# block 1

**Block 1: clock routing**

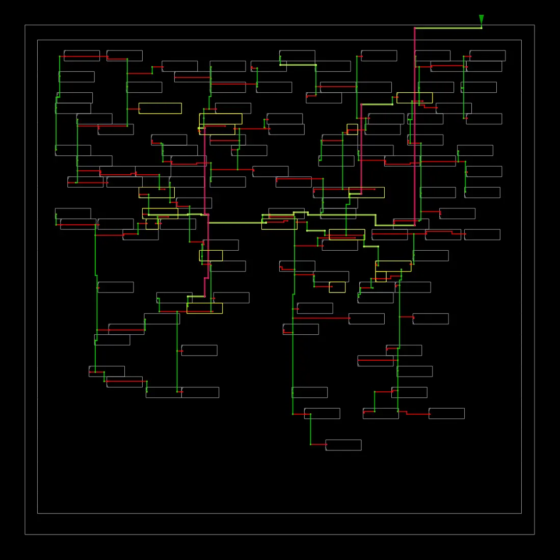

`config.mk`:
```
export PLATFORM = sky130hd
export DESIGN_NAME = dmem_arbiter
export DESIGN_NICKNAME = d
export VERILOG_FILES = /design/src/rtl/dmem_arbiter.sv
export SDC_FILE = /design/constraint.sdc
export NUM_CORES = 1
export LEC_CHECK = 0
export ABC_AREA = 1
export CAP_MARGIN = 20
export CORE_MARGIN = 3
export CORE_UTILIZATION = 35
export DETAILED_ROUTE_END_ITERATION = 8
export PLACE_DENSITY_LB_ADDON = 0.15
export SLEW_MARGIN = 20
export SYNTH_ARGS = -nofsm -noshare
export SYNTH_HDL_FRONTEND = slang
export SYNTH_SLANG_ARGS = --single-unit
export TNS_END_PERCENT = 10
```
`constraint.sdc`:
```
create_clock -name clock -period 6.3 [get_ports clock]
set_input_delay 1.89 -clock clock [delete_from_list [all_inputs] [get_ports clock]]
set_output_delay 1.89 -clock clock [all_outputs]
set_load 0.02 [all_outputs]
```
`src/rtl/dmem_arbiter.sv`:
```
// Two-master arbiter for the single data-memory port: round-robin or fixed m0 priority,
// one access in flight, read data routed back to the owner, watchdog on read completion.
//   state     | meaning
//   S_IDLE    | arbitrate, issue writes/no-ops, launch reads
//   S_RD_WAIT | read in flight, waiting for mem_rvalid or watchdog expiry
module dmem_arbiter #(
  parameter int AW          = 32,
  parameter int DW          = 32,
  parameter int TIMEOUT     = 16,
  parameter int M0_PRIORITY = 0
) (
  input  logic          clock,
  input  logic          reset,
  input  logic          m0_req,
  input  logic [AW-1:0] m0_addr,
  input  logic          m0_ren,
  input  logic [1:0]    m0_wen,
  input  logic [DW-1:0] m0_wdata,
  output logic          m0_gnt,
  output logic [DW-1:0] m0_rdata,
  output logic          m0_rvalid,
  input  logic          m1_req,
  input  logic [AW-1:0] m1_addr,
  input  logic          m1_ren,
  input  logic [1:0]    m1_wen,
  input  logic [DW-1:0] m1_wdata,
  output logic          m1_gnt,
  output logic [DW-1:0] m1_rdata,
  output logic          m1_rvalid,
  output logic [AW-1:0] mem_addr,
  output logic          mem_ren,
  output logic [1:0]    mem_wen,
  output logic [DW-1:0] mem_wdata,
  input  logic [DW-1:0] mem_rdata,
  input  logic          mem_rvalid,
  output logic          err_timeout,
  output logic          busy
);

  localparam int TW = $clog2(TIMEOUT + 1);
  localparam logic [TW-1:0] WDOG_LOAD = TW'(TIMEOUT);
  localparam logic [TW-1:0] WDOG_LAST = TW'(1);

  typedef enum logic {S_IDLE, S_RD_WAIT} state_t;

  state_t        r_state, w_state_nxt;
  logic          r_owner, r_last_owner;
  logic [AW-1:0] r_addr;
  logic [TW-1:0] r_wdog;
  logic          r_err;
  logic          r_m0_rvalid, r_m1_rvalid;
  logic [DW-1:0] r_m0_rdata, r_m1_rdata;

  logic          w_gnt0, w_gnt1, w_any_gnt;
  logic [AW-1:0] w_addr_sel;
  logic          w_ren_sel;
  logic [1:0]    w_wen_sel;
  logic [DW-1:0] w_wdata_sel;
  logic          w_is_write, w_is_read;
  logic          w_rd_done, w_rd_expire;

  // Grants are gated by reset so nothing leaks to memory while reset is held.
  always_comb begin
    w_gnt0 = 1'b0;
    w_gnt1 = 1'b0;
    if (reset && (r_state == S_IDLE)) begin
      if (m0_req && m1_req) begin
        if ((M0_PRIORITY != 0) || r_last_owner) w_gnt0 = 1'b1;
        else                                    w_gnt1 = 1'b1;
      end else if (m0_req) begin
        w_gnt0 = 1'b1;
      end else if (m1_req) begin
        w_gnt1 = 1'b1;
      end
    end
  end

  assign w_any_gnt   = w_gnt0 | w_gnt1;
  assign w_addr_sel  = w_gnt1 ? m1_addr  : m0_addr;
  assign w_ren_sel   = w_gnt1 ? m1_ren   : m0_ren;
  assign w_wen_sel   = w_gnt1 ? m1_wen   : m0_wen;
  assign w_wdata_sel = w_gnt1 ? m1_wdata : m0_wdata;
  assign w_is_write  = |w_wen_sel;
  assign w_is_read   = w_ren_sel & ~w_is_write;

  assign w_rd_done   = (r_state == S_RD_WAIT) && mem_rvalid;
  assign w_rd_expire = (r_state == S_RD_WAIT) && !mem_rvalid && (r_wdog == WDOG_LAST);

  always_comb begin
    w_state_nxt = r_state;
    case (r_state)
      S_IDLE:    if (w_any_gnt && w_is_read)  w_state_nxt = S_RD_WAIT;
      S_RD_WAIT: if (w_rd_done || w_rd_expire) w_state_nxt = S_IDLE;
      default:   w_state_nxt = S_IDLE;
    endcase
  end

  always_ff @(posedge clock or negedge reset) begin
    if (!reset) begin
      r_state      <= S_IDLE;
      r_owner      <= 1'b0;
      r_last_owner <= 1'b1;
      r_addr       <= '0;
      r_wdog       <= '0;
      r_err        <= 1'b0;
      r_m0_rvalid  <= 1'b0;
      r_m1_rvalid  <= 1'b0;
      r_m0_rdata   <= '0;
      r_m1_rdata   <= '0;
    end else begin
      r_state <= w_state_nxt;
      if (w_any_gnt) r_last_owner <= w_gnt1;
      if (w_any_gnt && w_is_read) begin
        r_owner <= w_gnt1;
        r_addr  <= w_addr_sel;
        r_wdog  <= WDOG_LOAD;
      end else if ((r_state == S_RD_WAIT) && !mem_rvalid) begin
        r_wdog <= r_wdog - WDOG_LAST;
      end
      r_m0_rvalid <= w_rd_done && !r_owner;
      r_m1_rvalid <= w_rd_done &&  r_owner;
      if (w_rd_done && !r_owner) r_m0_rdata <= mem_rdata;
      if (w_rd_done &&  r_owner) r_m1_rdata <= mem_rdata;
      if (w_rd_expire) r_err <= 1'b1;
    end
  end

  always_comb begin
    mem_addr  = '0;
    mem_ren   = 1'b0;
    mem_wen   = 2'b00;
    mem_wdata = '0;
    if (r_state == S_RD_WAIT) begin
      mem_addr = r_addr;
    end else if (w_any_gnt) begin
      mem_addr  = w_addr_sel;
      mem_ren   = w_is_read;
      mem_wen   = w_wen_sel;
      mem_wdata = w_wdata_sel;
    end
  end

  assign m0_gnt      = w_gnt0;
  assign m1_gnt      = w_gnt1;
  assign m0_rvalid   = r_m0_rvalid;
  assign m1_rvalid   = r_m1_rvalid;
  assign m0_rdata    = r_m0_rdata;
  assign m1_rdata    = r_m1_rdata;
  assign err_timeout = r_err;
  assign busy        = (r_state == S_RD_WAIT);

endmodule

```
# block 2

File: src/rtl/b01_line_driver.sv
// Serial line driver: buffers operand pairs in a 2-deep FIFO and shifts them
// out LSB first on LINE1/LINE2 as framed bursts, with optional idle gaps.
module b01_line_driver #(
  parameter int unsigned WIDTH = 8,
  parameter int unsigned GAP   = 1
) (
  input  logic             clock,
  input  logic             nRESET_G,
  input  logic             in_valid,
  output logic             in_ready,
  input  logic [WIDTH-1:0] in_a,
  input  logic [WIDTH-1:0] in_b,
  output logic             LINE1,
  output logic             LINE2,
  output logic             frame_start,
  output logic             frame_done,
  output logic             busy
);

  localparam int unsigned BIT_W = 5;
  localparam int unsigned GAP_W = 4;
  localparam int unsigned ENT_W = 2 * WIDTH;
  localparam logic [BIT_W-1:0] LAST_BIT = BIT_W'(WIDTH - 1);
  localparam logic [GAP_W-1:0] GAP_LOAD = GAP_W'(GAP - 1);

  typedef enum logic [1:0] {
    S_IDLE  = 2'd0,
    S_SHIFT = 2'd1,
    S_GAP   = 2'd2
  } state_e;

  state_e             state_q, state_d;
  logic [ENT_W-1:0]   fifo_q [2];
  logic               wr_q, rd_q;
  logic [1:0]         cnt_q, cnt_d;
  logic               ready_q;
  logic               push, pop;
  logic [WIDTH-1:0]   head_a, head_b;
  logic [WIDTH-1:0]   sa_q, sa_d, sb_q, sb_d;
  logic [BIT_W-1:0]   bit_q, bit_d;
  logic [GAP_W-1:0]   gap_q, gap_d;
  logic               line1_q, line1_d, line2_q, line2_d;
  logic               fs_q, fs_d, fd_q, fd_d;
  logic               busy_q, busy_d;

  assign push   = in_valid && ready_q;
  assign head_a = fifo_q[rd_q][ENT_W-1:WIDTH];
  assign head_b = fifo_q[rd_q][WIDTH-1:0];

  // FIFO occupancy after this edge's push/pop
  always_comb begin
    cnt_d = cnt_q;
    if (push && !pop) begin
      cnt_d = cnt_q + 2'd1;
    end else if (!push && pop) begin
      cnt_d = cnt_q - 2'd1;
    end
  end

  // State register
  always_ff @(posedge clock or negedge nRESET_G) begin
    if (!nRESET_G) begin
      state_q <= S_IDLE;
    end else begin
      state_q <= state_d;
    end
  end

  // Next-state logic; a pop always starts a new frame
  always_comb begin
    state_d = state_q;
    pop     = 1'b0;
    case (state_q)
      S_IDLE: begin
        if (cnt_q != 2'd0) begin
          pop     = 1'b1;
          state_d = S_SHIFT;
        end
      end
      S_SHIFT: begin
        if (bit_q == LAST_BIT) begin
          if (GAP != 0) begin
            state_d = S_GAP;
          end else if (cnt_q != 2'd0) begin
            pop     = 1'b1;
            state_d = S_SHIFT;
          end else begin
            state_d = S_IDLE;
          end
        end
      end
      S_GAP: begin
        if (gap_q == '0) begin
          if (cnt_q != 2'd0) begin
            pop     = 1'b1;
            state_d = S_SHIFT;
          end else begin
            state_d = S_IDLE;
          end
        end
      end
      default: state_d = S_IDLE;
    endcase
  end

  // Output and datapath next values
  always_comb begin
    line1_d = 1'b0;
    line2_d = 1'b0;
    fs_d    = 1'b0;
    fd_d    = 1'b0;
    sa_d    = sa_q;
    sb_d    = sb_q;
    bit_d   = bit_q;
    gap_d   = gap_q;
    busy_d  = (state_d != S_IDLE) || (cnt_d != 2'd0);
    if (pop) begin
      line1_d = head_a[0];
      line2_d = head_b[0];
      sa_d    = head_a >> 1;
      sb_d    = head_b >> 1;
      bit_d   = '0;
      fs_d    = 1'b1;
    end else if (state_q == S_SHIFT && state_d == S_SHIFT) begin
      line1_d = sa_q[0];
      line2_d = sb_q[0];
      sa_d    = sa_q >> 1;
      sb_d    = sb_q >> 1;
      bit_d   = bit_q + 5'd1;
      fd_d    = (bit_q + 5'd1) == LAST_BIT;
    end else if (state_d == S_GAP) begin
      gap_d = (state_q == S_SHIFT) ? GAP_LOAD : gap_q - 4'd1;
    end
  end

  // FIFO storage and registered outputs
  always_ff @(posedge clock or negedge nRESET_G) begin
    if (!nRESET_G) begin
      fifo_q[0] <= '0;
      fifo_q[1] <= '0;
      wr_q      <= 1'b0;
      rd_q      <= 1'b0;
      cnt_q     <= 2'd0;
      ready_q   <= 1'b0;
      sa_q      <= '0;
      sb_q      <= '0;
      bit_q     <= '0;
      gap_q     <= '0;
      line1_q   <= 1'b0;
      line2_q   <= 1'b0;
      fs_q      <= 1'b0;
      fd_q      <= 1'b0;
      busy_q    <= 1'b0;
    end else begin
      if (push) begin
        fifo_q[wr_q] <= {in_a, in_b};
        wr_q         <= ~wr_q;
      end
      if (pop) begin
        rd_q <= ~rd_q;
      end
      cnt_q   <= cnt_d;
      ready_q <= cnt_d < 2'd2;
      sa_q    <= sa_d;
      sb_q    <= sb_d;
      bit_q   <= bit_d;
      gap_q   <= gap_d;
      line1_q <= line1_d;
      line2_q <= line2_d;
      fs_q    <= fs_d;
      fd_q    <= fd_d;
      busy_q  <= busy_d;
    end
  end

  assign in_ready    = ready_q;
  assign LINE1       = line1_q;
  assign LINE2       = line2_q;
  assign frame_start = fs_q;
  assign frame_done  = fd_q;
  assign busy        = busy_q;

endmodule
File: config.mk
export PLATFORM = sky130hd
export DESIGN_NAME = b01_line_driver
export DESIGN_NICKNAME = d
export VERILOG_FILES = /design/src/rtl/b01_line_driver.sv
export SDC_FILE = /design/constraint.sdc
export NUM_CORES = 1
export LEC_CHECK = 0
export ABC_CLOCK_PERIOD_IN_PS = 1600
export CAP_MARGIN = 20
export CORE_MARGIN = 8
export CORE_UTILIZATION = 40
export CTS_CLUSTER_SIZE = 25
export DETAILED_ROUTE_END_ITERATION = 10
export PLACE_DENSITY = 0.65
export RECOVER_POWER = 25
export SYNTH_ARGS = -nofsm -noshare
export SYNTH_HDL_FRONTEND = slang
export SYNTH_SLANG_ARGS = --single-unit
File: constraint.sdc
create_clock -name clock -period 1.6 [get_ports clock]
set_input_delay 0.32 -clock clock [delete_from_list [all_inputs] [get_ports clock]]
set_output_delay 0.32 -clock clock [all_outputs]
set_load 0.02 [all_outputs]
**Block 2: the metal 1 layer**

Supply wires on this layer in grey.
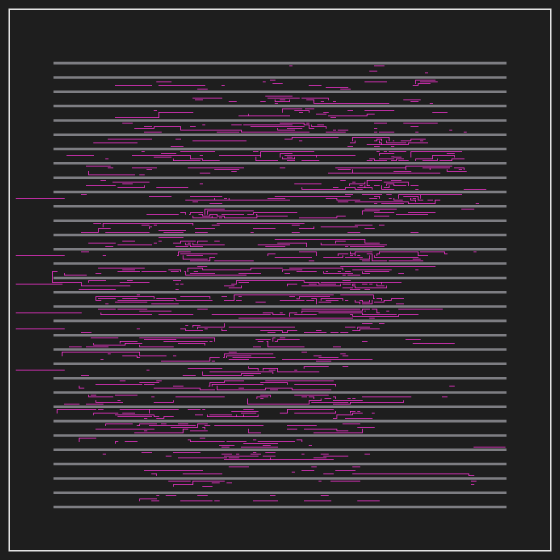
- main direction: horizontal
- wire length on this layer: 2720 µm
- nets with wire on the layer: 294
- share of all routed wire: 47%
via count: 2015
met1 GRT Util: 15.22%
WL final: 5747 µm

**Block 2: clock routing**

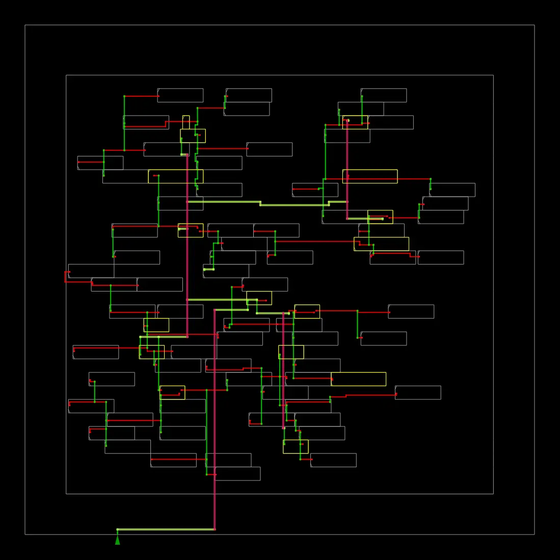
Num CTS Buffers: 9
Layout Skew: 0.008370 ns
# clock sinks: 67
clock buffers: 12
Clk. pwr: 0.00191 W

==> out/metrics.yaml, block 2 <==
detailed_routing:
  route.detailed.drc: 0
status:
  violations: "setup timing"
  status: "finished with violations"
final_timing:
  tightest_slew_ns: 0.8919
  period_needed_ns: 1.697
  timing.final.ws_setup_ns: -0.09727
  setup_viol: 12
finish:
  mostFrequentLayoutCell: "dfrtp_1"
  buf_share_pct: 13.01
  instances_no_fill: 399
  regArea_um2: 1677
die:
  taps: 99
worst_setup_path:
  crit_slowest_cell: "dfrtp_1"
  r2r-start: "gap_q[0]$_DFFE_PN0P_"
  critPathMaxStageDelay_ns: 0.36
synthesis:
  async_flop_share_pct: 100.0
  aoi_share_pct: 8.431
placement:
  hpwl_um: 3823
  pre_cts_ws_ns: -0.1266
  place_inst: 375
power:
  power.total_w: 0.007683
  peakVddDrop_uv: 728.4
flow_run:
  tool_warnings: 31
clock_network:
  hold_buffers: 1
[block 2: synth_stat cells, types with 5 or more instances]
library cell,instances
o21ai_1,6
nor2_1,18
nand2_1,16
mux2_1,26
nand3_1,8
a221o_1,11
dfrtp_1,67
buf_2,9
mux2i_1,16
ha_1,5
mux2_2,7
[block 2: critical path, delay by kind of cell (launching register included)]
kind | cells | cell delay, ns
adder cells (fa/ha/maj) | 2 | 0.45
AND-OR/OR-AND | 1 | 0.22
flip-flops | 1 | 0.36
multiplexers | 1 | 0.26
AND/OR/NAND/NOR | 1 | 0.16
buffers and inverters | 2 | 0.14
**Block 1: the metal 1 layer**

Supply wires on this layer in grey.
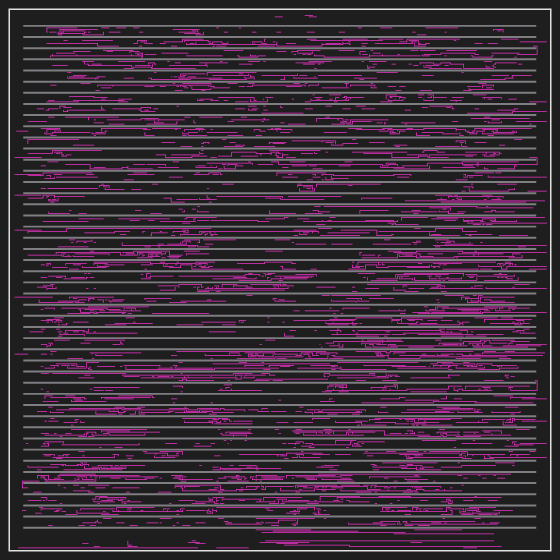
- longest straight run: 55.7 µm
- nets with wire on the layer: 1085
- wire length on this layer: 8500 µm
- share of all routed wire: 46%
- main direction: horizontal
via count: 5660
met1 GRT Util: 27.83%
WL final: 18650 µm

Notes on 'clock routing' of block 1 above:
clock buffers: 9
Latency at later pin: 0.34 ns
Layout Skew: 0.007089 ns
Clk. pwr: 0.000622 W

==> out/metrics.yaml, block 1 <==
global_routing:
  overflow: 0
  track_usage_pct: 20.98
  use_met2_pct: 35.39
  use_met3_pct: 5.168
  grt_pass1_wl_um: 29580
  grt_max_degree: 65
synthesis:
  ys_warn_count: 0
  synthTopCellsByCount: "nand2_1, o21ai_0, dfrtp_1"
  synth_seq_share_pct: 48.43
  adder_share_pct: 0.4524
  ff_type: "dfrtp_1"
  synth_area_um2: 5532
  yosys_cells: 763
  area_leaders: "dfrtp_1, nand2_1, o21ai_0"
flow_run:
  max_cap_violations: 0
finish:
  stdcell_area_um2: 9124
  drive_gt1_share_pct: 3.894
  dominant-cell-class: "non-clock buffers"
  nFillCells: 1480
  clkCellAreaFrac_pct: 3.689
  combGateArea_um2: 2351
  mostFrequentLayoutCell: "clkdlybuf4s50_1"
  final_nets: 1221
  inv_count: 80
  flop-count: 107
  seq_share_pct: 29.36
detailed_routing:
  drtIter0Drc: 341
  firstDrtPassIters: 4
  wl_met1_um: 8495
  wl_per_cell_um: 14.75
power:
  sw_frac_of_total_pct: 39.31
  pwr-share-seq_pct: 31.1
  powerDensity_nw_per_um2: 403.5
  leakage_nw: 4.226
die:
  taps: 211
  dieWidth_um: 131.7
final_timing:
  period_needed_ns: 6.008
  hold_viol: 0
  slew_violations: 0
  post-route-period-util_pct: 95.36
  fin_setup_tns_ns: 0
worst_setup_path:
  r2r-start: "busy$_DFF_PN0_"
  cp-end-kind: "primary output"
  path_class: "in2out"
min_path:
  hold_path_startpoint: "r_owner$_DFFE_PN0P_"
placement:
  place_area_um2: 8787
  io_buffers: 307
clock_network:
  cts_sinks: 107
  cts_buffers: 9
status:
  status: "completed"
[block 1: worst max-delay path, cell delays in order]
cell and delay [ns]:
clkdlybuf4s50_1 0.57, nand4_2 0.19, inv_2 0.10, buf_4 0.24
buf_4 0.31, nor2_1 0.07, nor2_1 0.12, clkdlybuf4s50_1 0.61
[block 1: metrics by stage]
stage          cells  total power (W)  util [%]
3_3_place_gp    1248         0.003062     57.38
2_1_floorplan    763         0.002144         -
3_5_place_dp    1248         0.003089     57.38
6_report        1264         0.003682     59.58
5_1_grt         1264         0.003938     59.58
4_1_cts         1264         0.003729     59.58

# block 3

**Block 3: clock routing**

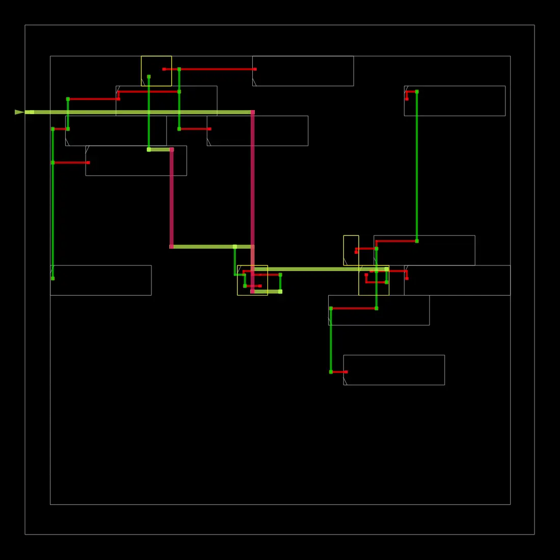

## config.mk

```make
export PLATFORM = sky130hd
export DESIGN_NAME = vend_ctrl_change
export DESIGN_NICKNAME = d
export VERILOG_FILES = /design/src/rtl/vend_pkg.sv /design/src/rtl/vend_ctrl_change.sv
export SDC_FILE = /design/constraint.sdc
export NUM_CORES = 1
export LEC_CHECK = 0
export ABC_AREA = 1
export CORE_MARGIN = 2
export CORE_UTILIZATION = 51
export CTS_CLUSTER_SIZE = 28
export DETAILED_ROUTE_END_ITERATION = 8
export PLACE_DENSITY_LB_ADDON = 0.2
export SYNTH_ARGS = -nofsm -noshare
export SYNTH_HDL_FRONTEND = slang
export SYNTH_SLANG_ARGS = --single-unit
```

## constraint.sdc

```tcl
create_clock -name clk_i -period 2.2 [get_ports clk_i]
set_input_delay 0.22 -clock clk_i [delete_from_list [all_inputs] [get_ports clk_i]]
set_output_delay 0.22 -clock clk_i [all_outputs]
set_load 0.01 [all_outputs]
```

## src/rtl/vend_pkg.sv

```systemverilog
// vend_pkg: coin codes, controller states and coin value decoding for vend_ctrl_change
package vend_pkg;
    localparam logic [1:0] COIN_NONE = 2'b00;
    localparam logic [1:0] COIN_5    = 2'b01;
    localparam logic [1:0] COIN_10   = 2'b10;
    localparam logic [1:0] COIN_20   = 2'b11;

    typedef enum logic [1:0] {IDLE, ACCUM, VEND, CHANGE} state_e;

    function automatic logic [2:0] coin_units(input logic [1:0] code);
        return code == COIN_5 ? 3'd1 : code == COIN_10 ? 3'd2 : code == COIN_20 ? 3'd4 : 3'd0;
    endfunction
endpackage

```

## src/rtl/vend_ctrl_change.sv

```systemverilog
// vend_ctrl_change: credit accumulation up to a programmable price, dispense pulse,
// 5-rupee change return, cancel refund and stock tracking with sold-out lockout
module vend_ctrl_change
    import vend_pkg::*;
#(
    parameter int PRICE_UNITS      = 3,
    parameter int MAX_CREDIT_UNITS = 15,
    parameter int CREDIT_W         = 4,
    parameter int STOCK_INIT       = 8,
    parameter int STOCK_W          = 4
) (
    input  logic                clk_i,
    input  logic                rst_ni,
    input  logic [1:0]          coin_i,
    input  logic                coin_valid_i,
    input  logic                cancel_i,
    input  logic                restock_i,
    output logic                dispense_o,
    output logic                change_out_o,
    output logic                coin_reject_o,
    output logic                busy_o,
    output logic                sold_out_o,
    output logic [CREDIT_W-1:0] credit_o
);
    localparam logic [CREDIT_W-1:0] PRICE = CREDIT_W'(PRICE_UNITS);
    localparam logic [CREDIT_W:0]   MAXC  = (CREDIT_W+1)'(MAX_CREDIT_UNITS);
    localparam logic [STOCK_W-1:0]  SINIT = STOCK_W'(STOCK_INIT);

    state_e              state_q, state_d;
    logic [CREDIT_W-1:0] credit_q, credit_d;
    logic [STOCK_W-1:0]  stock_q, stock_d;
    logic                reject_q;
    logic                taking, coin_req, reject, accept;
    logic [CREDIT_W:0]   sum;

    // one extra bit keeps the ceiling compare from wrapping
    assign sum      = {1'b0, credit_q} + (CREDIT_W+1)'(coin_units(coin_i));
    assign taking   = state_q == IDLE || state_q == ACCUM;
    assign coin_req = coin_valid_i && coin_i != COIN_NONE;
    assign reject   = coin_req && (!taking || sold_out_o || sum > MAXC || cancel_i);
    assign accept   = coin_req && !reject;

    always_comb begin
        state_d  = state_q;
        credit_d = credit_q;
        stock_d  = stock_q;
        case (state_q)
            IDLE, ACCUM: begin
                if (accept) begin
                    credit_d = sum[CREDIT_W-1:0];
                    state_d  = sum >= {1'b0, PRICE} ? VEND : ACCUM;
                end else if (cancel_i && state_q == ACCUM) begin
                    state_d = CHANGE;
                end
            end
            VEND: begin
                credit_d = credit_q - PRICE;
                stock_d  = stock_q - 1'b1;
                state_d  = credit_q > PRICE ? CHANGE : IDLE;
            end
            default: begin
                credit_d = credit_q - 1'b1;
                state_d  = credit_q == 1 ? IDLE : CHANGE;
            end
        endcase
        // the stock decrement in VEND takes priority over a restock
        if (restock_i && state_q != VEND) stock_d = SINIT;
    end

    always_ff @(posedge clk_i or negedge rst_ni) begin
        if (!rst_ni) begin
            state_q  <= IDLE;
            credit_q <= '0;
            stock_q  <= SINIT;
            reject_q <= 1'b0;
        end else begin
            state_q  <= state_d;
            credit_q <= credit_d;
            stock_q  <= stock_d;
            reject_q <= reject;
        end
    end

    assign dispense_o    = state_q == VEND;
    assign change_out_o  = state_q == CHANGE;
    assign busy_o        = dispense_o || change_out_o;
    assign sold_out_o    = stock_q == '0;
    assign coin_reject_o = reject_q;
    assign credit_o      = credit_q;
endmodule
```

# block 4

**config.mk**
```make
export PLATFORM = sky130hd
export DESIGN_NAME = sar_adc_sequencer_flat
export DESIGN_NICKNAME = d
export VERILOG_FILES = /design/src/rtl/sar_adc_sequencer_if.sv /design/src/rtl/sar_adc_sequencer.sv /design/src/flat_wrapper.sv
export SDC_FILE = /design/constraint.sdc
export NUM_CORES = 1
export LEC_CHECK = 0
export CAP_MARGIN = 20
export CORE_UTILIZATION = 50
export CTS_BUF_LIST = sky130_fd_sc_hd__clkbuf_2
export DETAILED_ROUTE_END_ITERATION = 10
export GPL_ROUTABILITY_DRIVEN = 0
export PLACE_DENSITY = 0.72
export SETUP_SLACK_MARGIN = 0.4
export SLEW_MARGIN = 20
export SYNTH_ARGS = -nofsm -noshare
export SYNTH_HDL_FRONTEND = slang
export SYNTH_SLANG_ARGS = --single-unit
```
**constraint.sdc**
```tcl
create_clock -name ClockT -period 3 [get_ports ClockT]
set_input_delay 0.3 -clock ClockT [delete_from_list [all_inputs] [get_ports ClockT]]
set_output_delay 0.3 -clock ClockT [all_outputs]
set_load 0.02 [all_outputs]
```
**src/rtl/sar_adc_sequencer_if.sv**
```systemverilog
// Bundle of the sequencer's request and status signals.
// master: the front end / timer side that drives Start, TrackEn, Comp and Ready.
// slave:  the sequencer itself, which owns the code, phase and status outputs.
`timescale 1ns/1ps
interface sar_adc_sequencer_if;
    logic       Start;
    logic       TrackEn;
    logic       Comp;
    logic       Ready;
    logic [7:0] SAROut;
    logic [1:0] StateP;
    logic       SampleEn;
    logic       Inc;
    logic       Dcr;
    logic       Busy;
    logic       Done;
    logic [7:0] Result;

    modport master (
        output Start, TrackEn, Comp, Ready,
        input  SAROut, StateP, SampleEn, Inc, Dcr, Busy, Done, Result
    );

    modport slave (
        input  Start, TrackEn, Comp, Ready,
        output SAROut, StateP, SampleEn, Inc, Dcr, Busy, Done, Result
    );
endinterface

```
**src/rtl/sar_adc_sequencer.sv**
```systemverilog
// Successive-approximation sequencer: sample, 8-bit binary search, then
// optional +/-1 LSB tracking driven by timer Ready ticks.
`timescale 1ns/1ps
module sar_adc_sequencer #(
    parameter int SAMPLE_CYCLES = 2,   // 1..15
    parameter int SETTLE        = 1    // 0..7, slot length is SETTLE+1
) (
    input logic              ClockT,
    input logic              ResetN,
    sar_adc_sequencer_if.slave bus
);
    typedef enum logic [1:0] {
        IDLE    = 2'd0,
        SAMPLE  = 2'd1,
        CONVERT = 2'd2,
        TRACK   = 2'd3
    } state_t;

    localparam logic [1:0] PH_IDLE = 2'b00;
    localparam logic [1:0] PH_UP   = 2'b01;
    localparam logic [1:0] PH_DOWN = 2'b10;
    localparam logic [1:0] PH_CONV = 2'b11;

    state_t     state_reg;
    logic [3:0] cnt_reg;       // sample-cycle count, then settle-cycle count
    logic [2:0] bit_reg;       // bit currently under trial
    logic       ready_reg;     // Ready captured in TRACK, acted on next edge
    logic       comp_reg;      // Comp captured alongside Ready

    logic [7:0] sar_reg;
    logic [7:0] result_reg;
    logic [1:0] statep_reg;
    logic       sample_en_reg;
    logic       inc_reg;
    logic       dcr_reg;
    logic       busy_reg;
    logic       done_reg;

    // Code after deciding the current bit: keep or clear bit i from the
    // comparator, and raise bit i-1 as the next trial in the same update.
    logic [7:0] decided;
    genvar gi;
    generate
        for (gi = 0; gi < 8; gi++) begin : g_decide
            assign decided[gi] = (bit_reg == 3'(gi))              ? (sar_reg[gi] & bus.Comp) :
                                 ({1'b0, bit_reg} == 4'(gi + 1))  ? 1'b1 :
                                                                    sar_reg[gi];
        end
    endgenerate

    // Tracking steps saturate at the ends of the code range.
    logic can_up;
    logic can_down;
    assign can_up   = comp_reg  && (sar_reg != 8'hFF);
    assign can_down = !comp_reg && (sar_reg != 8'h00);

    // Single state machine with all outputs registered.
    always_ff @(posedge ClockT or negedge ResetN) begin
        if (!ResetN) begin
            state_reg     <= IDLE;
            cnt_reg       <= 4'd0;
            bit_reg       <= 3'd0;
            ready_reg     <= 1'b0;
            comp_reg      <= 1'b0;
            sar_reg       <= 8'h00;
            result_reg    <= 8'h00;
            statep_reg    <= PH_IDLE;
            sample_en_reg <= 1'b0;
            inc_reg       <= 1'b0;
            dcr_reg       <= 1'b0;
            busy_reg      <= 1'b0;
            done_reg      <= 1'b0;
        end else begin
            inc_reg   <= 1'b0;
            dcr_reg   <= 1'b0;
            done_reg  <= 1'b0;
            ready_reg <= bus.Ready && (state_reg == TRACK);
            comp_reg  <= bus.Comp;

            case (state_reg)
                IDLE: begin
                    statep_reg <= PH_IDLE;
                    if (bus.Start) begin
                        state_reg <= SAMPLE;
                        cnt_reg   <= 4'd0;
                    end
                end

                // First cycle here is the capture cycle; the switch then
                // stays closed for SAMPLE_CYCLES cycles.
                SAMPLE: begin
                    if (cnt_reg == 4'(SAMPLE_CYCLES)) begin
                        state_reg     <= CONVERT;
                        cnt_reg       <= 4'd0;
                        bit_reg       <= 3'd7;
                        sar_reg       <= 8'h80;
                        sample_en_reg <= 1'b0;
                        statep_reg    <= PH_CONV;
                        busy_reg      <= 1'b1;
                    end else begin
                        cnt_reg       <= cnt_reg + 4'd1;
                        sample_en_reg <= 1'b1;
                        statep_reg    <= PH_IDLE;
                        busy_reg      <= 1'b1;
                    end
                end

                // Comparator is used only in the last cycle of each slot so
                // the DAC has SETTLE extra cycles to settle first.
                CONVERT: begin
                    if (cnt_reg == 4'(SETTLE)) begin
                        cnt_reg <= 4'd0;
                        sar_reg <= decided;
                        if (bit_reg == 3'd0) begin
                            result_reg <= decided;
                            done_reg   <= 1'b1;
                            busy_reg   <= 1'b0;
                            statep_reg <= PH_IDLE;
                            state_reg  <= bus.TrackEn ? TRACK : IDLE;
                        end else begin
                            bit_reg <= bit_reg - 3'd1;
                        end
                    end else begin
                        cnt_reg <= cnt_reg + 4'd1;
                    end
                end

                // Start beats TrackEn, which beats a pending Ready step.
                TRACK: begin
                    if (bus.Start) begin
                        state_reg <= SAMPLE;
                        cnt_reg   <= 4'd0;
                    end else if (!bus.TrackEn) begin
                        state_reg  <= IDLE;
                        statep_reg <= PH_IDLE;
                    end else if (ready_reg) begin
                        if (can_up) begin
                            sar_reg    <= sar_reg + 8'd1;
                            result_reg <= sar_reg + 8'd1;
                            inc_reg    <= 1'b1;
                            statep_reg <= PH_UP;
                        end else if (can_down) begin
                            sar_reg    <= sar_reg - 8'd1;
                            result_reg <= sar_reg - 8'd1;
                            dcr_reg    <= 1'b1;
                            statep_reg <= PH_DOWN;
                        end
                    end
                end

                default: state_reg <= IDLE;
            endcase
        end
    end

    assign bus.SAROut   = sar_reg;
    assign bus.StateP   = statep_reg;
    assign bus.SampleEn = sample_en_reg;
    assign bus.Inc      = inc_reg;
    assign bus.Dcr      = dcr_reg;
    assign bus.Busy     = busy_reg;
    assign bus.Done     = done_reg;
    assign bus.Result   = result_reg;
endmodule

```
**src/flat_wrapper.sv**
```systemverilog
// flat-port wrapper written by rule: the top's interface ports become plain ports
module sar_adc_sequencer_flat 
#(
    parameter int SAMPLE_CYCLES = 2,           
    parameter int SETTLE        = 1                                    
)
  (ClockT, ResetN, bus_Start, bus_TrackEn, bus_Comp, bus_Ready, bus_SAROut, bus_StateP, bus_SampleEn, bus_Inc, bus_Dcr, bus_Busy, bus_Done, bus_Result);
  sar_adc_sequencer_if bus_i ();
  input logic ClockT;
  input logic ResetN;
  input wire logic [$bits(bus_i.Start)-1:0] bus_Start;
  input wire logic [$bits(bus_i.TrackEn)-1:0] bus_TrackEn;
  input wire logic [$bits(bus_i.Comp)-1:0] bus_Comp;
  input wire logic [$bits(bus_i.Ready)-1:0] bus_Ready;
  output wire logic [$bits(bus_i.SAROut)-1:0] bus_SAROut;
  output wire logic [$bits(bus_i.StateP)-1:0] bus_StateP;
  output wire logic [$bits(bus_i.SampleEn)-1:0] bus_SampleEn;
  output wire logic [$bits(bus_i.Inc)-1:0] bus_Inc;
  output wire logic [$bits(bus_i.Dcr)-1:0] bus_Dcr;
  output wire logic [$bits(bus_i.Busy)-1:0] bus_Busy;
  output wire logic [$bits(bus_i.Done)-1:0] bus_Done;
  output wire logic [$bits(bus_i.Result)-1:0] bus_Result;
  assign bus_i.Start = bus_Start;
  assign bus_i.TrackEn = bus_TrackEn;
  assign bus_i.Comp = bus_Comp;
  assign bus_i.Ready = bus_Ready;
  assign bus_SAROut = bus_i.SAROut;
  assign bus_StateP = bus_i.StateP;
  assign bus_SampleEn = bus_i.SampleEn;
  assign bus_Inc = bus_i.Inc;
  assign bus_Dcr = bus_i.Dcr;
  assign bus_Busy = bus_i.Busy;
  assign bus_Done = bus_i.Done;
  assign bus_Result = bus_i.Result;
  sar_adc_sequencer #(.SAMPLE_CYCLES(SAMPLE_CYCLES), .SETTLE(SETTLE)) u_core (.ClockT(ClockT), .ResetN(ResetN), .bus(bus_i));
endmodule
```
**Block 3: gate families picked out**

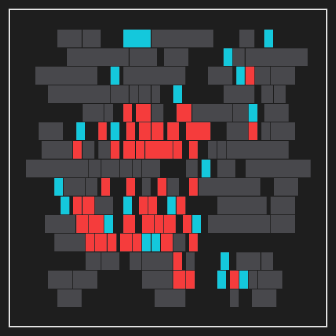
- inverters: cyan (cells 21)
- NAND gates: red (cells 45)
most numerous logic cell after layout: nand2_1
non-filler cells, final: 168
Comb/total area: 47.53%

Notes on 'clock routing' of block 3 above:
# clock sinks: 11
Clk. pwr: 0.000141 W
Layout Skew: 0.001687 ns

==> out/metrics.yaml, block 3 <==
finish:
  dominant-cell-class: "combinational gates"
  area_growth_pct: 22.02
  drive_gt1_share_pct: 11.19
  nClkBuffers: 4
  clkCellAreaFrac_pct: 2.354
  inv_count: 21
detailed_routing:
  drtIter0Drc: 19
  num_vias: 844
power:
  leakage_nw: 0.5584
  p_int_w: 0.0008479
  power.total_w: 0.001646
  comb_power_share_pct: 66.0
  sw_frac_of_total_pct: 48.50
  pg_comb_w: 0.00109
synthesis:
  area_leaders: "dfrtp_1, nand2_1, ha_1"
  ys_warn_count: 0
  yosys_cells: 124
  async_flop_share_pct: 100.0
  synth_seq_share_pct: 30.23
  largest_area_cell: "dfrtp_1"
  yosysChipArea_um2: 914.6
  synth_area_um2: 914.6
final_timing:
  relSlewSlack_pct: 67.13
  slew_violations: 0
  setup_viol: 0
  hold_ws_ns: 0.2700
global_routing:
  met1_usage_pct: 25.60
  grt-busiest-layer: "met2"
  use_met3_pct: 6.275
  grt_max_degree: 12
clock_network:
  cts_tree: "built"
  clkLatencyLatePin_ns: 0.28
  cts_buffer_depth: 2
  root_buffer: "clkbuf_4"
worst_setup_path:
  rr_worst_depth: 10
  cp-end-kind: "flop"
  r2r_setup_slack_ns: 0.32
  path_buffers: 1
  cp_cell_sequence: "clkdlybuf4s50_1 -> nor2_1 -> ha_1 -> fa_1 -> nand2_1 -> nand2_1 -> nand2_1 -> nand3_2 -> nand2_4 -> nand2_2 -> nor2_1 -> nor2_1"
status:
  status: "completed"
placement:
  hpwl_um: 1583
die:
  taps: 25
  fp-utilization_pct: 53.55
  coreArea_um2: 1708
## block 3: cells by family (layout without fill, tap and decap cells)
logic type	count (synthesis)	in the layout	share of synthesized area, %
flip-flops	11	11	30.23
buffers and inverters	23	42	11.76
XOR/XNOR	2	2	1.916
multiplexers	1	1	1.094
AND-OR/OR-AND	20	20	13.41
AND/OR/NAND/NOR	59	59	29.82
adder cells (fa/ha/maj)	8	8	11.76
## block 3: registers in the layout, summed over array words and instances, names as in the netlist
| register | cells |
|---|---|
| credit_o | 4 |
| coin_reject_o | 1 |
| state_q | 2 |
| stock_q | 4 |
**Block 4: clock routing**

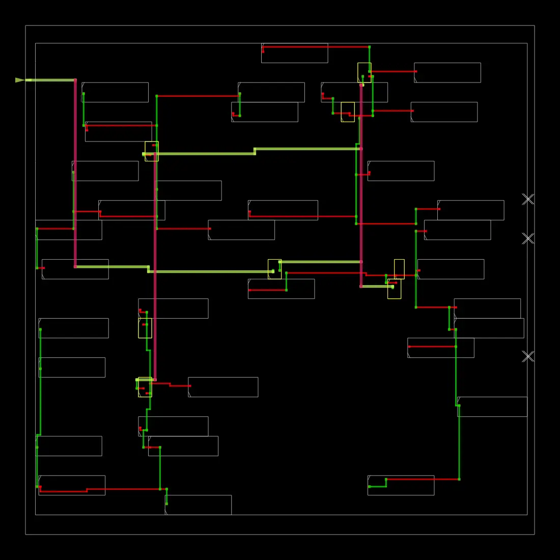
clock buffers: 6
Num CTS Buffers: 5
# clock sinks: 34
Clk. pwr: 0.000230 W

**Block 4: sequential cells grouped by signal name**

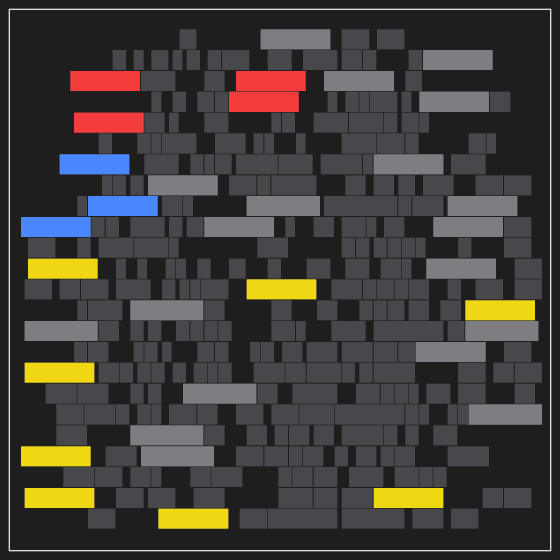
- u_core.cnt_reg: red (placed flops 4)
- u_core.bus.Result: yellow (placed flops 8)
- u_core.bit_reg: blue (placed flops 3)
- not coloured: 19
P_seq: 0.000743 W
final core occ: 65.93%
flop share of the area: 29.38%

==> out/metrics.yaml, block 4 <==
synthesis:
  xor_share_pct: 2.242
  synth_top_area_share_pct: 36.31
  ys_top_logic_family: "AND-OR/OR-AND gates"
  synthMuxAreaShare_pct: 7.101
  aoi_share_pct: 26.00
worst_setup_path:
  rr_worst_depth: 9
  cp_cell_sequence: "and4_4 -> a21boi_2 -> inv_4 -> fa_2 -> a21o_1 -> a21oi_2 -> xnor2_2 -> mux2_2 -> mux2_1"
  arrival_ns: 2.83
global_routing:
  antenna_found_initial: 0
  grt_pass1_vias: 2106
status:
  violations: "DRC"
  status: "finished with violations"
power:
  powerDensity_nw_per_um2: 1017
detailed_routing:
  route.detailed.drc: 6
  vias_per_cell: 6.173
finish:
  mostFrequentLayoutCells: "clkdlybuf4s50_1, dfrtp_1, o21ai_0, a21oi_1, buf_4"
final_timing:
  fin_setup_tns_ns: 0
  post-route-period-util_pct: 83.88
block 4: area by class of cell:
cell class                 instances  area share [%]
sequential                        34           29.38
clock inverter                     2          0.2989
inverter                          14           1.879
timing repair buffer              46           14.18
tap                               52           2.220
multi-input combinational        192           51.02
clock buffer                       6           1.025
block 4: power by group through the flow:
stage	logic (W)	clock network, W	registers, W
after floorplan	0.00113	0	0.000891
after global placement	0.00175	0	0.000798
after detailed placement	0.00177	0	0.000807
after CTS	0.00191	0.000233	0.000740
after global routing	0.00218	0.000250	0.000766
final	0.00201	0.000230	0.000743

# block 5

**Block 5: sequential cells grouped by signal name**

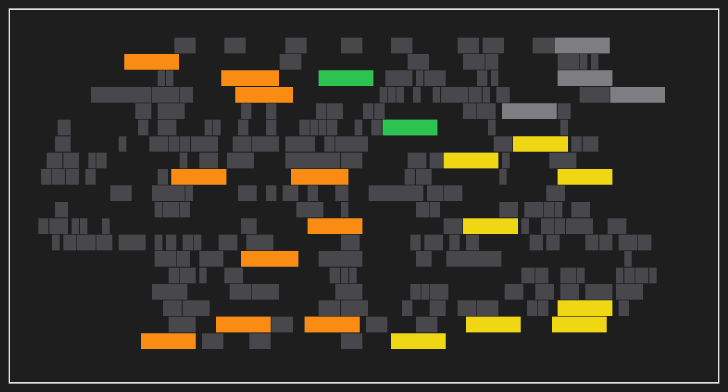
## config.mk

```make
export PLATFORM = sky130hd
export DESIGN_NAME = bird_motion_controller
export DESIGN_NICKNAME = d
export VERILOG_FILES = /design/src/rtl/bird_pkg.sv /design/src/rtl/bird_motion_controller_flap.sv /design/src/rtl/bird_motion_controller.sv
export SDC_FILE = /design/constraint.sdc
export NUM_CORES = 1
export LEC_CHECK = 0
export CORE_ASPECT_RATIO = 0.5
export CORE_MARGIN = 3
export CORE_UTILIZATION = 32
export DETAILED_ROUTE_END_ITERATION = 16
export GPL_TIMING_DRIVEN = 0
export PLACE_DENSITY = 0.47
export REMOVE_ABC_BUFFERS = 1
export SLEW_MARGIN = 10
export SYNTH_ARGS = -nofsm -noshare
export SYNTH_HDL_FRONTEND = slang
export SYNTH_HIERARCHICAL = 1
export SYNTH_SLANG_ARGS = --single-unit
```

## constraint.sdc

```tcl
create_clock -name clk -period 6.23 [get_ports clk]
set_clock_uncertainty 0.05 [all_clocks]
set_input_delay 1.246 -clock clk [delete_from_list [all_inputs] [get_ports clk]]
set_output_delay 1.246 -clock clk [all_outputs]
set_load 0.01 [all_outputs]
```

## src/rtl/bird_pkg.sv

```systemverilog
// Shared constants for the bird display path: sprite mode codes, FSM states, screen geometry.
package bird_pkg;

  localparam logic [1:0] MODE_HOVER = 2'b00;
  localparam logic [1:0] MODE_RISE  = 2'b01;
  localparam logic [1:0] MODE_FALL  = 2'b10;
  localparam logic [1:0] MODE_DEAD  = 2'b11;

  // State encodings double as the sprite mode code so the output needs no decode.
  typedef enum logic [1:0] {
    IDLE = MODE_HOVER,
    FLY  = MODE_RISE,
    FALL = MODE_FALL,
    DEAD = MODE_DEAD
  } bird_state_t;

  localparam int unsigned SCREEN_H         = 480;
  localparam int unsigned GROUND_Y_DEFAULT = 448;

endpackage

```

## src/rtl/bird_motion_controller_flap.sv

```systemverilog
// Flap button conditioning: 2-flop synchroniser, optional debounce (FLAP_DEBOUNCE_EN), rising-edge pulse.
module flap_input_conditioner #(
  parameter int unsigned DEB_CYCLES = 250000
) (
  input  logic clk,
  input  logic rst,
  input  logic btn,
  output logic pulse
);

  logic sync1, sync2, level, level_q;

  always_ff @(posedge clk or posedge rst) begin
    if (rst) begin
      sync1 <= 1'b0;
      sync2 <= 1'b0;
    end else begin
      sync1 <= btn;
      sync2 <= sync1;
    end
  end

`ifdef FLAP_DEBOUNCE_EN
  localparam int unsigned CW = $clog2(DEB_CYCLES + 1);
  logic [CW-1:0] cnt;
  logic          filt;

  // cnt counts consecutive cycles the synchronised input disagrees with the filtered level.
  always_ff @(posedge clk or posedge rst) begin
    if (rst) begin
      cnt  <= '0;
      filt <= 1'b0;
    end else if (sync2 == filt) begin
      cnt <= '0;
    end else if (cnt == CW'(DEB_CYCLES - 1)) begin
      cnt  <= '0;
      filt <= sync2;
    end else begin
      cnt <= cnt + CW'(1);
    end
  end

  assign level = filt;
`else
  assign level = sync2;
`endif

  always_ff @(posedge clk or posedge rst) begin
    if (rst) level_q <= 1'b0;
    else     level_q <= level;
  end

  assign pulse = level & ~level_q;

endmodule

```

## src/rtl/bird_motion_controller.sv

```systemverilog
// Bird physics and mode FSM; produces bird_y and the sprite mode code. Debounce via FLAP_DEBOUNCE_EN.
module bird_motion_controller
  import bird_pkg::*;
#(
  parameter int          GRAVITY    = 1,
  parameter int          FLAP_VEL   = 8,
  parameter int          MAX_FALL   = 6,
  parameter int          START_Y    = 240,
  parameter int          GROUND_Y   = int'(GROUND_Y_DEFAULT),
  parameter int          VEL_W      = 8,
  parameter int unsigned DEB_CYCLES = 250000
) (
  input  logic       clk,
  input  logic       rst,
  input  logic       flap_btn,
  input  logic       frame_tick,
  input  logic       collision,
  input  logic       game_start,
  output logic [1:0] state_output,
  output logic [9:0] bird_y,
  output logic       alive
);

  localparam logic signed [VEL_W:0] GRAV_V   = (VEL_W + 1)'(GRAVITY);
  localparam logic signed [VEL_W:0] FLAP_V   = (VEL_W + 1)'(-FLAP_VEL);
  localparam logic signed [VEL_W:0] MAXF_V   = (VEL_W + 1)'(MAX_FALL);
  localparam logic signed [10:0]    GROUND_S = 11'(GROUND_Y);
  localparam logic [9:0]            GROUND_V = 10'(GROUND_Y);
  localparam logic [9:0]            START_V  = 10'(START_Y);

  bird_state_t             state_q, state_d, phys_state;
  logic [9:0]              y_q, y_d, phys_y;
  logic signed [VEL_W-1:0] vel_q, vel_d, phys_vel;
  logic signed [VEL_W:0]   vel_inc, vel_n;
  logic signed [10:0]      y_n;
  logic                    pending_q, pending_d, flap_edge, flap_now;

  flap_input_conditioner #(
    .DEB_CYCLES(DEB_CYCLES)
  ) u_flap (
    .clk  (clk),
    .rst  (rst),
    .btn  (flap_btn),
    .pulse(flap_edge)
  );

  // An edge arriving with the consuming tick is folded into that tick's flap.
  always_comb begin
    flap_now = pending_q | flap_edge;
    vel_inc  = (VEL_W + 1)'(vel_q) + GRAV_V;
    if (flap_now)              vel_n = FLAP_V;
    else if (vel_inc > MAXF_V) vel_n = MAXF_V;
    else                       vel_n = vel_inc;
    y_n        = $signed({1'b0, y_q}) + 11'(vel_n);
    phys_y     = y_n[9:0];
    phys_vel   = vel_n[VEL_W-1:0];
    phys_state = (vel_n < 0) ? FLY : FALL;
    if (y_n < 0) begin
      phys_y     = '0;
      phys_vel   = '0;
      phys_state = FALL;
    end else if (y_n >= GROUND_S) begin
      phys_y     = GROUND_V;
      phys_state = DEAD;
    end
  end

  always_comb begin
    state_d   = state_q;
    y_d       = y_q;
    vel_d     = vel_q;
    pending_d = flap_now;
    if (game_start) begin
      state_d   = IDLE;
      y_d       = START_V;
      vel_d     = '0;
      pending_d = 1'b0;
    end else begin
      case (state_q)
        IDLE: begin
          if (frame_tick && flap_now) begin
            state_d   = phys_state;
            y_d       = phys_y;
            vel_d     = phys_vel;
            pending_d = 1'b0;
          end
        end
        FLY, FALL: begin
          if (collision) begin
            state_d   = DEAD;
            pending_d = 1'b0;
          end else if (frame_tick) begin
            state_d   = phys_state;
            y_d       = phys_y;
            vel_d     = phys_vel;
            pending_d = 1'b0;
          end
        end
        DEAD:    pending_d = 1'b0;
        default: state_d = IDLE;
      endcase
    end
  end

  always_ff @(posedge clk or posedge rst) begin
    if (rst) begin
      state_q   <= IDLE;
      y_q       <= START_V;
      vel_q     <= '0;
      pending_q <= 1'b0;
    end else begin
      state_q   <= state_d;
      y_q       <= y_d;
      vel_q     <= vel_d;
      pending_q <= pending_d;
    end
  end

  assign state_output = state_q;
  assign bird_y       = y_q;
  assign alive        = (state_q != DEAD);

endmodule

```

==> out/metrics.yaml <==
status:
  status: "completed"
finish:
  mostFrequentLayoutCell: "dfrtp_1"
  instances_no_fill: 315
  num-nonclk-buffers: 18
  area_growth_pct: 15.60
placement:
  gp_congestion: 0.7571
  place_inst: 311
final_timing:
  timing.final.ws_setup_ns: 1.803
  hold_viol: 0
  post-route-period-util_pct: 71.05
detailed_routing:
  vias_per_cell: 5.321
clock_network:
  cts_buffers: 3
  hold_buffers: 0
  path_clk_slew_ns: 0.06
power:
  peakVddDrop_uv: 170.5
global_routing:
  use_met2_pct: 21.06
flow_run:
  max_cap_violations: 0
worst_setup_path:
  path_depth: 13
  cp_cell_sequence: "ha_1 -> nand4b_1 -> o22ai_1 -> a2bb2oi_1 -> o41a_2 -> o21ai_0 -> ha_1 -> a21oi_4 -> a211oi_2 -> o41ai_4 -> mux2i_1 -> nor3_1 -> a221o_1"
  r2r-start: "vel_q[0]$_DFFE_PP0P_"
min_path:
  holdPathStages: 0
About 'sequential cells grouped by signal name' of block 5:
- vel_q: yellow (placed flops 8)
- state_output: green (placed flops 2)
- bird_y: orange (placed flops 10)
P_seq: 0.000215 W
flop share of the area: 26.45%
Sequential Area: 605.6 µm²

==> metal layers <==
layer / up-vias / wire length (µm)
met4: 0 / 31
met1: 810 / 2744
li1: 837 / -
met5: - / 0
met2: 24 / 2059
met3: 5 / 189
==> sequential cells by signal (all words and copies together) (netlist names) <==
| register | cells |
|---|---|
| u_flap/level | 1 |
| bird_y | 10 |
| vel_q | 8 |
| state_output | 2 |
| u_flap/level_q | 1 |
| u_flap/sync1 | 1 |
| pending_q | 1 |


==> notes/layouts.md <==
Pictures saved along the way, in no particular order.

The metal 1 layer.
Supply wires on this layer in grey.
panel A
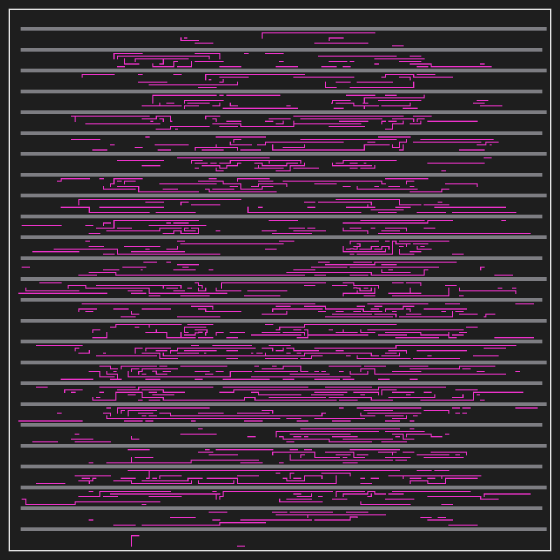
panel B
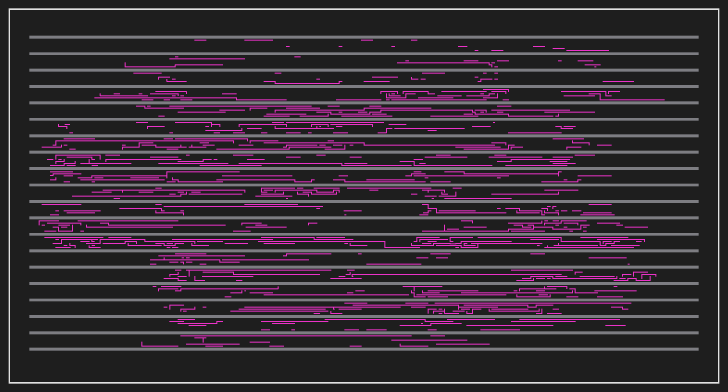
panel C
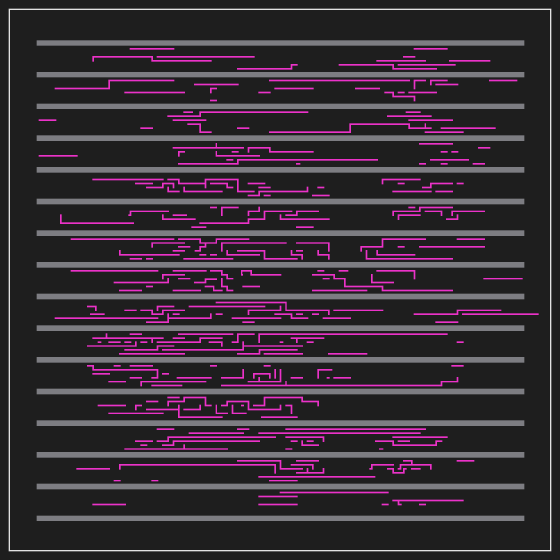
panel A -> block 4
panel B -> block 5
panel C -> block 3

Power and IR drop assume default switching activity.
